# win_scan_sequencer

win_scan_sequencer, metal layers overlaid:
Two of the layers only.
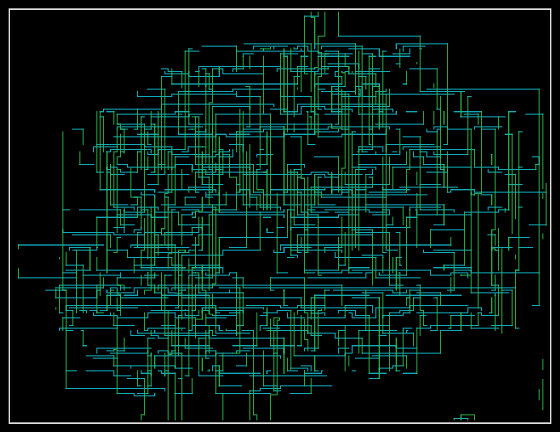

--- config.mk ---
export PLATFORM = sky130hd
export DESIGN_NAME = win_scan_sequencer
export DESIGN_NICKNAME = d
export VERILOG_FILES = /design/src/rtl/win_scan_sequencer.sv
export SDC_FILE = /design/constraint.sdc
export NUM_CORES = 1
export LEC_CHECK = 0
export CAP_MARGIN = 0
export CORE_ASPECT_RATIO = 0.75
export CORE_MARGIN = 2
export CORE_UTILIZATION = 60
export CTS_BUF_LIST = sky130_fd_sc_hd__clkbuf_4
export DETAILED_ROUTE_END_ITERATION = 8
export DONT_BUFFER_PORTS = 1
export PLACE_DENSITY = 0.87
export SLEW_MARGIN = 25
export SYNTH_ARGS = -nofsm -noshare
export SYNTH_HDL_FRONTEND = slang
export SYNTH_SLANG_ARGS = --single-unit
export TNS_END_PERCENT = 100
--- constraint.sdc ---
create_clock -name clk -period 3.9 [get_ports clk]
set_clock_uncertainty 0.05 [all_clocks]
set_input_delay 0.585 -clock clk [delete_from_list [all_inputs] [get_ports clk]]
set_output_delay 0.585 -clock clk [all_outputs]
set_load 0.03 [all_outputs]
--- src/rtl/win_scan_sequencer.sv ---
// win_scan_sequencer
// Sequences the four-in-a-row direction checker after each piece drop. It walks
// direction codes 1..13, skips directions that would leave the board, starts
// the checker once per legal direction, forwards the winning coordinate stream
// as board mark writes and reports the scan result.
// Optional feature macro: WIN_SCAN_ALL_DIRS_EN (keep scanning after a win).
module win_scan_sequencer #(
    parameter int ROWS    = 6,
    parameter int COLS    = 7,
    parameter int TIMEOUT = 15
) (
    input  logic       clk,
    input  logic       rst,
    input  logic       drop_valid,
    input  logic [2:0] drop_row,
    input  logic [2:0] drop_col,
    output logic       busy,
    output logic       done,
    output logic       win,
    output logic [1:0] winner,
    output logic [2:0] lines_found,
    output logic       timeout_err,
    output logic       chk_start,
    output logic [2:0] chk_row,
    output logic [2:0] chk_col,
    output logic [3:0] chk_direction,
    input  logic       chk_finished,
    input  logic [1:0] chk_winner,
    input  logic       chk_w_winning,
    input  logic [2:0] chk_winning_row,
    input  logic [2:0] chk_winning_col,
    output logic       mark_we,
    output logic [2:0] mark_row,
    output logic [2:0] mark_col
);

    localparam logic [3:0]  ROWS4     = 4'(ROWS);
    localparam logic [3:0]  COLS4     = 4'(COLS);
    localparam int unsigned CW        = (TIMEOUT < 2) ? 1 : $clog2(TIMEOUT + 1);
    localparam logic [CW-1:0] CNT_LAST = CW'(TIMEOUT - 1);
    localparam logic [3:0]  DIR_FIRST = 4'd1;
    localparam logic [3:0]  DIR_LAST  = 4'd13;

    typedef enum logic [2:0] {
        S_IDLE,
        S_SELECT,
        S_START,
        S_WAIT,
        S_MARK,
        S_NEXT,
        S_DONE
    } state_t;

    state_t          state_q, state_d;
    logic [3:0]      dir_q, dir_d;
    logic [2:0]      row_q, row_d;
    logic [2:0]      col_q, col_d;
    logic [CW-1:0]   cnt_q, cnt_d;
    logic            win_q, win_d;
    logic [1:0]      winner_q, winner_d;
    logic [2:0]      lines_q, lines_d;
    logic            tmo_q, tmo_d;
    logic            dir_ok;

    // Decides whether all four cells of direction d through (r, c) are on the
    // board. Inequalities are rearranged to additions so nothing can underflow.
    function automatic logic dir_legal(input logic [3:0] d,
                                       input logic [3:0] r,
                                       input logic [3:0] c);
        logic [3:0] k;
        logic       rows_ok;
        logic       cols_fwd;
        logic       cols_rev;
        logic       legal;
        if (d >= 4'd10)     k = d - 4'd9;
        else if (d >= 4'd6) k = d - 4'd5;
        else if (d >= 4'd2) k = d - 4'd1;
        else                k = 4'd0;
        // r >= 4-k and r+k-1 <= ROWS-1
        rows_ok  = (r + k >= 4'd4) && (r + k <= ROWS4);
        // c >= 4-k and c+k-1 <= COLS-1
        cols_fwd = (c + k >= 4'd4) && (c + k <= COLS4);
        // c >= k-1 and c+4-k <= COLS-1
        cols_rev = (c + 4'd1 >= k) && (c + 4'd5 <= COLS4 + k);
        if (d == 4'd0 || d > DIR_LAST) legal = 1'b0;
        else if (d == 4'd1)            legal = (r >= 4'd3);
        else if (d <= 4'd5)            legal = cols_fwd;
        else if (d <= 4'd9)            legal = rows_ok && cols_fwd;
        else                           legal = rows_ok && cols_rev;
        return legal;
    endfunction

    assign dir_ok = dir_legal(dir_q, {1'b0, row_q}, {1'b0, col_q});

    // State and result registers with synchronous reset.
    always_ff @(posedge clk) begin
        if (rst) begin
            state_q  <= S_IDLE;
            dir_q    <= DIR_FIRST;
            row_q    <= '0;
            col_q    <= '0;
            cnt_q    <= '0;
            win_q    <= 1'b0;
            winner_q <= '0;
            lines_q  <= '0;
            tmo_q    <= 1'b0;
        end else begin
            state_q  <= state_d;
            dir_q    <= dir_d;
            row_q    <= row_d;
            col_q    <= col_d;
            cnt_q    <= cnt_d;
            win_q    <= win_d;
            winner_q <= winner_d;
            lines_q  <= lines_d;
            tmo_q    <= tmo_d;
        end
    end

    // Next-state, register updates and state-decoded outputs.
    always_comb begin
        state_d   = state_q;
        dir_d     = dir_q;
        row_d     = row_q;
        col_d     = col_q;
        cnt_d     = cnt_q;
        win_d     = win_q;
        winner_d  = winner_q;
        lines_d   = lines_q;
        tmo_d     = tmo_q;
        busy      = (state_q != S_IDLE);
        done      = (state_q == S_DONE);
        chk_start = (state_q == S_START);
        mark_we   = 1'b0;

        case (state_q)
            S_IDLE: begin
                if (drop_valid) begin
                    row_d    = drop_row;
                    col_d    = drop_col;
                    win_d    = 1'b0;
                    winner_d = '0;
                    lines_d  = '0;
                    tmo_d    = 1'b0;
                    dir_d    = DIR_FIRST;
                    state_d  = S_SELECT;
                end
            end
            S_SELECT: begin
                if (dir_q > DIR_LAST) begin
                    state_d = S_DONE;
                end else if (dir_ok) begin
                    state_d = S_START;
                end else if (dir_q == DIR_LAST) begin
                    state_d = S_DONE;
                end else begin
                    dir_d = dir_q + 4'd1;
                end
            end
            S_START: begin
                cnt_d   = '0;
                state_d = S_WAIT;
            end
            S_WAIT: begin
                cnt_d   = cnt_q + 1'b1;
                mark_we = chk_finished && chk_w_winning;
                if (chk_finished) begin
                    if (chk_winner != 2'd0) begin
                        if (lines_q == '0) winner_d = chk_winner;
                        if (lines_q != 3'd7) lines_d = lines_q + 3'd1;
                        cnt_d   = '0;
                        state_d = S_MARK;
                    end else begin
                        dir_d   = dir_q + 4'd1;
                        state_d = S_SELECT;
                    end
                end else if (cnt_q == CNT_LAST) begin
                    tmo_d   = 1'b1;
                    state_d = S_DONE;
                end
            end
            S_MARK: begin
                cnt_d   = cnt_q + 1'b1;
                mark_we = chk_w_winning;
                if (!chk_w_winning) begin
                    state_d = S_NEXT;
                end else if (cnt_q == CNT_LAST) begin
                    tmo_d   = 1'b1;
                    state_d = S_DONE;
                end
            end
            S_NEXT: begin
`ifdef WIN_SCAN_ALL_DIRS_EN
                dir_d   = dir_q + 4'd1;
                state_d = S_SELECT;
`else
                state_d = S_DONE;
`endif
            end
            S_DONE: begin
                state_d = S_IDLE;
            end
            default: begin
                state_d = S_IDLE;
            end
        endcase

        // win becomes valid together with the done pulse and then holds.
        if (state_d == S_DONE) win_d = (lines_q != '0);
    end

    assign win           = win_q;
    assign winner        = winner_q;
    assign lines_found   = lines_q;
    assign timeout_err   = tmo_q;
    assign chk_row       = row_q;
    assign chk_col       = col_q;
    assign chk_direction = dir_q;
    assign mark_row      = chk_winning_row;
    assign mark_col      = chk_winning_col;

endmodule

# arb_periferico

==> src/rtl/arb_periferico.sv <==
// Round-robin arbiter sharing one four-phase send/ack peripheral channel
// between two masters, with an optional abort when the peripheral never acks.
module arb_periferico #(
   parameter int DADOS_W = 4,
   parameter int TIMEOUT = 16
) (
   input  logic                   arb_clock,
   input  logic                   arb_reset,
   input  logic [1:0]             req_send,
   input  logic [2*DADOS_W-1:0]   req_dados,
   output logic [1:0]             req_ack,
   output logic                   per_send,
   output logic [DADOS_W-1:0]     per_dados,
   input  logic                   per_ack,
   output logic [1:0]             arb_grant,
   output logic                   arb_erro
);

   localparam logic [1:0] IDLE    = 2'd0;
   localparam logic [1:0] FWD     = 2'd1;
   localparam logic [1:0] HOLD    = 2'd2;
   localparam logic [1:0] RELEASE = 2'd3;

   localparam logic       TO_EN   = (TIMEOUT != 0);
   localparam logic [7:0] TO_LAST = TO_EN ? 8'(TIMEOUT - 1) : 8'd0;

   logic [1:0]         state_q, state_d;
   logic               last_q, last_d;
   logic [1:0]         grant_q, grant_d;
   logic [1:0]         reqAck_q, reqAck_d;
   logic               perSend_q, perSend_d;
   logic [DADOS_W-1:0] perDados_q, perDados_d;
   logic               erro_q, erro_d;
   logic [7:0]         cnt_q, cnt_d;

   logic               gIdx;
   logic               pickIdx;

   assign gIdx = grant_q[1];

   // On a tie the master that was not served last wins; otherwise the lone requester.
   always_comb begin
      pickIdx = req_send[1];
      if (req_send == 2'b11) begin
         pickIdx = ~last_q;
      end
   end

   always_comb begin
      state_d    = state_q;
      last_d     = last_q;
      grant_d    = grant_q;
      reqAck_d   = reqAck_q;
      perSend_d  = perSend_q;
      perDados_d = perDados_q;
      erro_d     = 1'b0;
      cnt_d      = cnt_q;
      case (state_q)
         IDLE: begin
            if (|req_send) begin
               perDados_d = pickIdx ? req_dados[2*DADOS_W-1:DADOS_W]
                                    : req_dados[DADOS_W-1:0];
               grant_d    = pickIdx ? 2'b10 : 2'b01;
               perSend_d  = 1'b1;
               cnt_d      = 8'd0;
               state_d    = FWD;
            end
         end
         FWD: begin
            if (per_ack) begin
               reqAck_d = grant_q;
               state_d  = HOLD;
            end else if (TO_EN && (cnt_q == TO_LAST)) begin
               // Abort: the master never sees an ack and must be re-arbitrated.
               perSend_d = 1'b0;
               erro_d    = 1'b1;
               last_d    = gIdx;
               state_d   = RELEASE;
            end else begin
               cnt_d = cnt_q + 8'd1;
            end
         end
         HOLD: begin
            if ((req_send & grant_q) == 2'b00) begin
               perSend_d = 1'b0;
               state_d   = RELEASE;
            end
         end
         RELEASE: begin
            if (!per_ack) begin
               reqAck_d = 2'b00;
               grant_d  = 2'b00;
               last_d   = gIdx;
               state_d  = IDLE;
            end
         end
         default: state_d = IDLE;
      endcase
   end

   always_ff @(posedge arb_clock or negedge arb_reset) begin
      if (!arb_reset) begin
         state_q    <= IDLE;
         last_q     <= 1'b1;
         grant_q    <= 2'b00;
         reqAck_q   <= 2'b00;
         perSend_q  <= 1'b0;
         perDados_q <= '0;
         erro_q     <= 1'b0;
         cnt_q      <= 8'd0;
      end else begin
         state_q    <= state_d;
         last_q     <= last_d;
         grant_q    <= grant_d;
         reqAck_q   <= reqAck_d;
         perSend_q  <= perSend_d;
         perDados_q <= perDados_d;
         erro_q     <= erro_d;
         cnt_q      <= cnt_d;
      end
   end

   assign req_ack   = reqAck_q;
   assign per_send  = perSend_q;
   assign per_dados = perDados_q;
   assign arb_grant = grant_q;
   assign arb_erro  = erro_q;

endmodule

==> config.mk <==
export PLATFORM = sky130hd
export DESIGN_NAME = arb_periferico
export DESIGN_NICKNAME = d
export VERILOG_FILES = /design/src/rtl/arb_periferico.sv
export SDC_FILE = /design/constraint.sdc
export NUM_CORES = 1
export LEC_CHECK = 0
export CORE_UTILIZATION = 41
export CTS_BUF_LIST = sky130_fd_sc_hd__clkbuf_16
export DETAILED_ROUTE_END_ITERATION = 8
export GPL_ROUTABILITY_DRIVEN = 0
export PLACE_DENSITY_LB_ADDON = 0.12
export SLEW_MARGIN = 15
export SYNTH_ARGS = -nofsm -noshare
export SYNTH_HDL_FRONTEND = slang
export SYNTH_SLANG_ARGS = --single-unit
==> constraint.sdc <==
create_clock -name arb_clock -period 2.19 [get_ports arb_clock]
set_input_delay 0.3285 -clock arb_clock [delete_from_list [all_inputs] [get_ports arb_clock]]
set_output_delay 0.3285 -clock arb_clock [all_outputs]
set_load 0.01 [all_outputs]
win_scan_sequencer, the clock network:
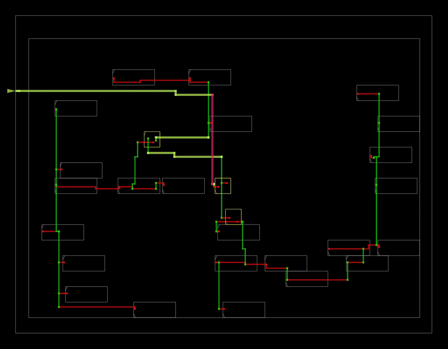
final-layout clock buffer total: 3
clock-net power: 0.000108 W
clock latency of the later-clocked register in the worst-skew pair: 0.31 ns
TritonCTS Buffers: 3
FF+latch count: 24

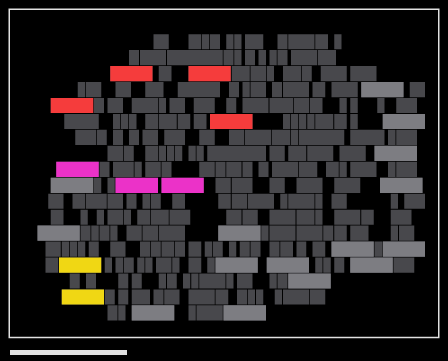
win_scan_sequencer: sequential cells grouped by signal name
Bar = 20 um.
signal	color	placed flops
state_q	magenta	3
winner	yellow	2
chk_direction	red	4
not colored	15
FF+latch area: 480 um2
power consumed by sequential cells: 0.000338 W
Util after Layout: 64.9%

## Picture notes: 'metal layers overlaid' of win_scan_sequencer
layer	color	wire length
M2	green	2030 um
M1	cyan	2290 um
combined global-route utilization of all metal layers: 24.8%
Detailed Route WL: 4730 um

==> results.sh, win_scan_sequencer <==
# source this file to load flow results
export IMPL_number_of_drc_violations_after_detailed_routing_iteration_0=180
export IMPL_detailedPlacementHpwl_um=3710
export IMPL_area_leaders="sky130_fd_sc_hd__dfxtp_1, sky130_fd_sc_hd__ha_1, sky130_fd_sc_hd__nor2_1"
export IMPL_logic_area_um2=1530
export IMPL_detailroute_via_count=1895
export IMPL_synthesized_area_per_cell_um2=7.99
export IMPL_status="finished clean"
export IMPL_synth_cells=268
export IMPL_core_area_um2=3360
export IMPL_clock_tree_area_fraction_pct=1.03
export IMPL_syn_to_final_growth_pct=1.70
export IMPL_final_period_minus_worst_setup_slack_ns=3.61
export IMPL_ctsResizeCount=0
export IMPL_synthFlopType="sky130_fd_sc_hd__dfxtp_1"
export IMPL_ys_chip_area_um2=2140
export IMPL_layout_buffering_overhead_excluding_clock_cells_pct=2.07
export IMPL_path_delay_family="AND-OR/OR-AND gates"
export IMPL_grt_pass1_vias=1726
export IMPL_total_power_w=0.00113
export IMPL_drive_gt1_share_pct=10.3
export IMPL_layout_worst_path_cycle_share_pct=92.7
export IMPL_h_tree_depth=1
export IMPL_inverters=14
export IMPL_topRoutingLayerUsed="met4"
export IMPL_synthesis_stage_register_bit_count=24
export IMPL_synth_distinct_cells=58
export IMPL_holdBufCountCts=0
export IMPL_slew_limit_headroom_pct=36.9
export IMPL_postSynth_asyncResetShare_pct=0
export IMPL_die_h_um=55.7
export IMPL_synth_area_um2=2140
export IMPL_ant_nets=0
export IMPL_globalRoute_totalOverflow=0
## win_scan_sequencer: worst register-to-register path, delay by kind of cell, from the launching register on
kind	cells	cell delay [ns]
AND-OR/OR-AND	4	1.08
adder cells (fa/ha/maj)	3	0.91
flip-flops	1	0.52
AND/OR/NAND/NOR	3	0.44
buffers and inverters	2	0.34
multiplexers	1	0.22
## win_scan_sequencer: path summary, 6_finish.rpt
check | from | endpoint | slack (ns) | cells after the start
setup / recovery | chk_direction[1] | win | 0.29 | 13
hold / removal | rst | winner[0] | 0.27 | 1
setup reg to reg | chk_direction[1] | win | 0.29 | 13
hold reg to reg | cnt_q[3] | cnt_q[3] | 0.47 | 2
## win_scan_sequencer: logic make-up (layout without fill, tap and decap cells)
kind of cell	after synthesis	count (layout)	synth area share, %
mux	8	8	3.74
fa+ha+maj	24	24	14.0
simple gates	104	104	25.2
compound gates	72	72	25.1
buf+inv	29	23	6.25
xor+xnor	7	7	3.22
flops	24	24	22.4
## win_scan_sequencer: layer usage
layer	up-vias	global-route usage, %
met2	86	36.6
met4	0	4.76
met1	862	36.9
met3	2	5.62
li1	945	-
met5	-	0
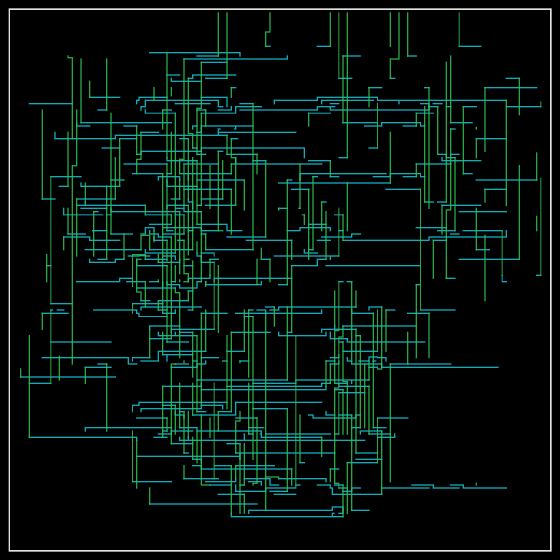
arb_periferico: metal layers overlaid
Two of the layers only.
layer	color	wire length
M1	cyan	1250 um
M2	green	1250 um

==> results.sh, arb_periferico <==
# source this file to load flow results
export IMPL_ys_warnings_count=0
export IMPL_placed_cell_area_um2=1530
export IMPL_finalSetupTns_ns=0
export IMPL_worstPathBufferInverterCount=1
export IMPL_power_density_nw_per_um2=1320
export IMPL_routed_wl_um=2670
export IMPL_status="finished, violations left"
export IMPL_antenna_violations_before_repair=0
export IMPL_sum_of_routed_wire_segments_on_met1_um=1250
export IMPL_met3WireLength_um=106
export IMPL_failed_checks="DRC"
export IMPL_synth_net_count=149
export IMPL_ys_chip_area_um2=1280
export IMPL_pwr_share_seq_pct=33.4
export IMPL_drc_viols=1
arb_periferico: worst paths after layout:
kind	end	cells after the start	start
setup / recovery	cnt_q[4]	6	state_q[0]
hold / removal	cnt_q[1]	2	arb_reset
setup reg to reg	cnt_q[4]	6	state_q[0]
hold reg to reg	per_dados[0]	2	per_dados[0]
max in group asynchronous	last_q	2	arb_reset
min in group arb_clock	per_dados[0]	2	per_dados[0]
arb_periferico: kinds of logic (layout without fill, tap and decap cells):
group / count (synthesis) / after routing / share of synthesized area [%]
multiplexers: 9 / 9 / 7.65
adder cells (fa/ha/maj): 6 / 6 / 5.88
buffers and inverters: 14 / 40 / 6.27
flip-flops: 21 / 21 / 41.3
XOR/XNOR: 1 / 1 / 0.686
AND/OR/NAND/NOR: 44 / 44 / 18.4
AND-OR/OR-AND: 35 / 35 / 19.8
arb_periferico: layout make-up:
cell class | count | share of cell area [%]
multi-input combinational | 95 | 41.6
sequential | 21 | 32.7
timing repair buffer | 28 | 16.5
clock buffer | 3 | 4.67
tap | 31 | 2.41
inverter | 8 | 1.87
clock inverter | 1 | 0.233


## Gallery

I/O pins on the die edge.
Pins as bars across the die edge, other pins in gray.
(a)
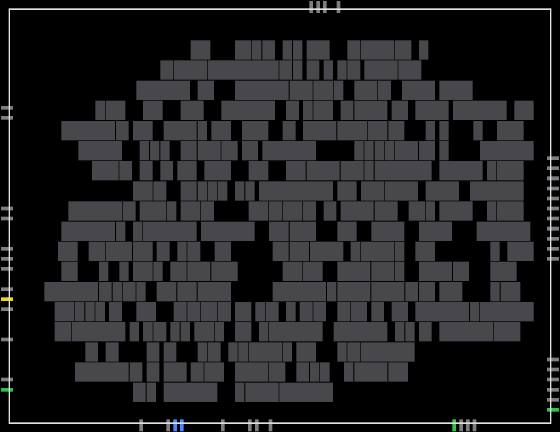
(b)
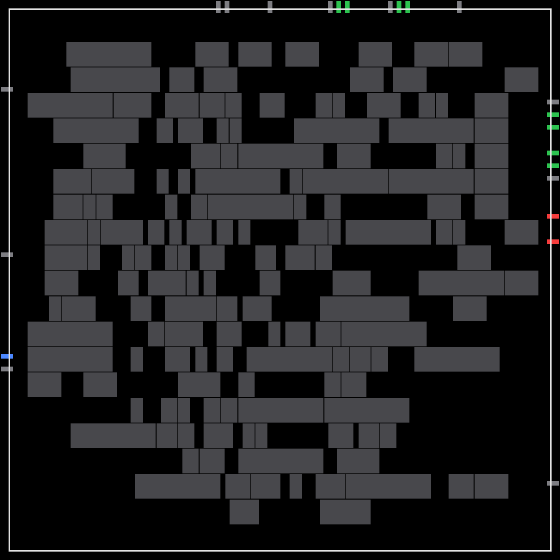
(b) comes from arb_periferico.
(a) comes from win_scan_sequencer.
The one with the most pins is (a).

Power is estimated from default activity; no workload was simulated.
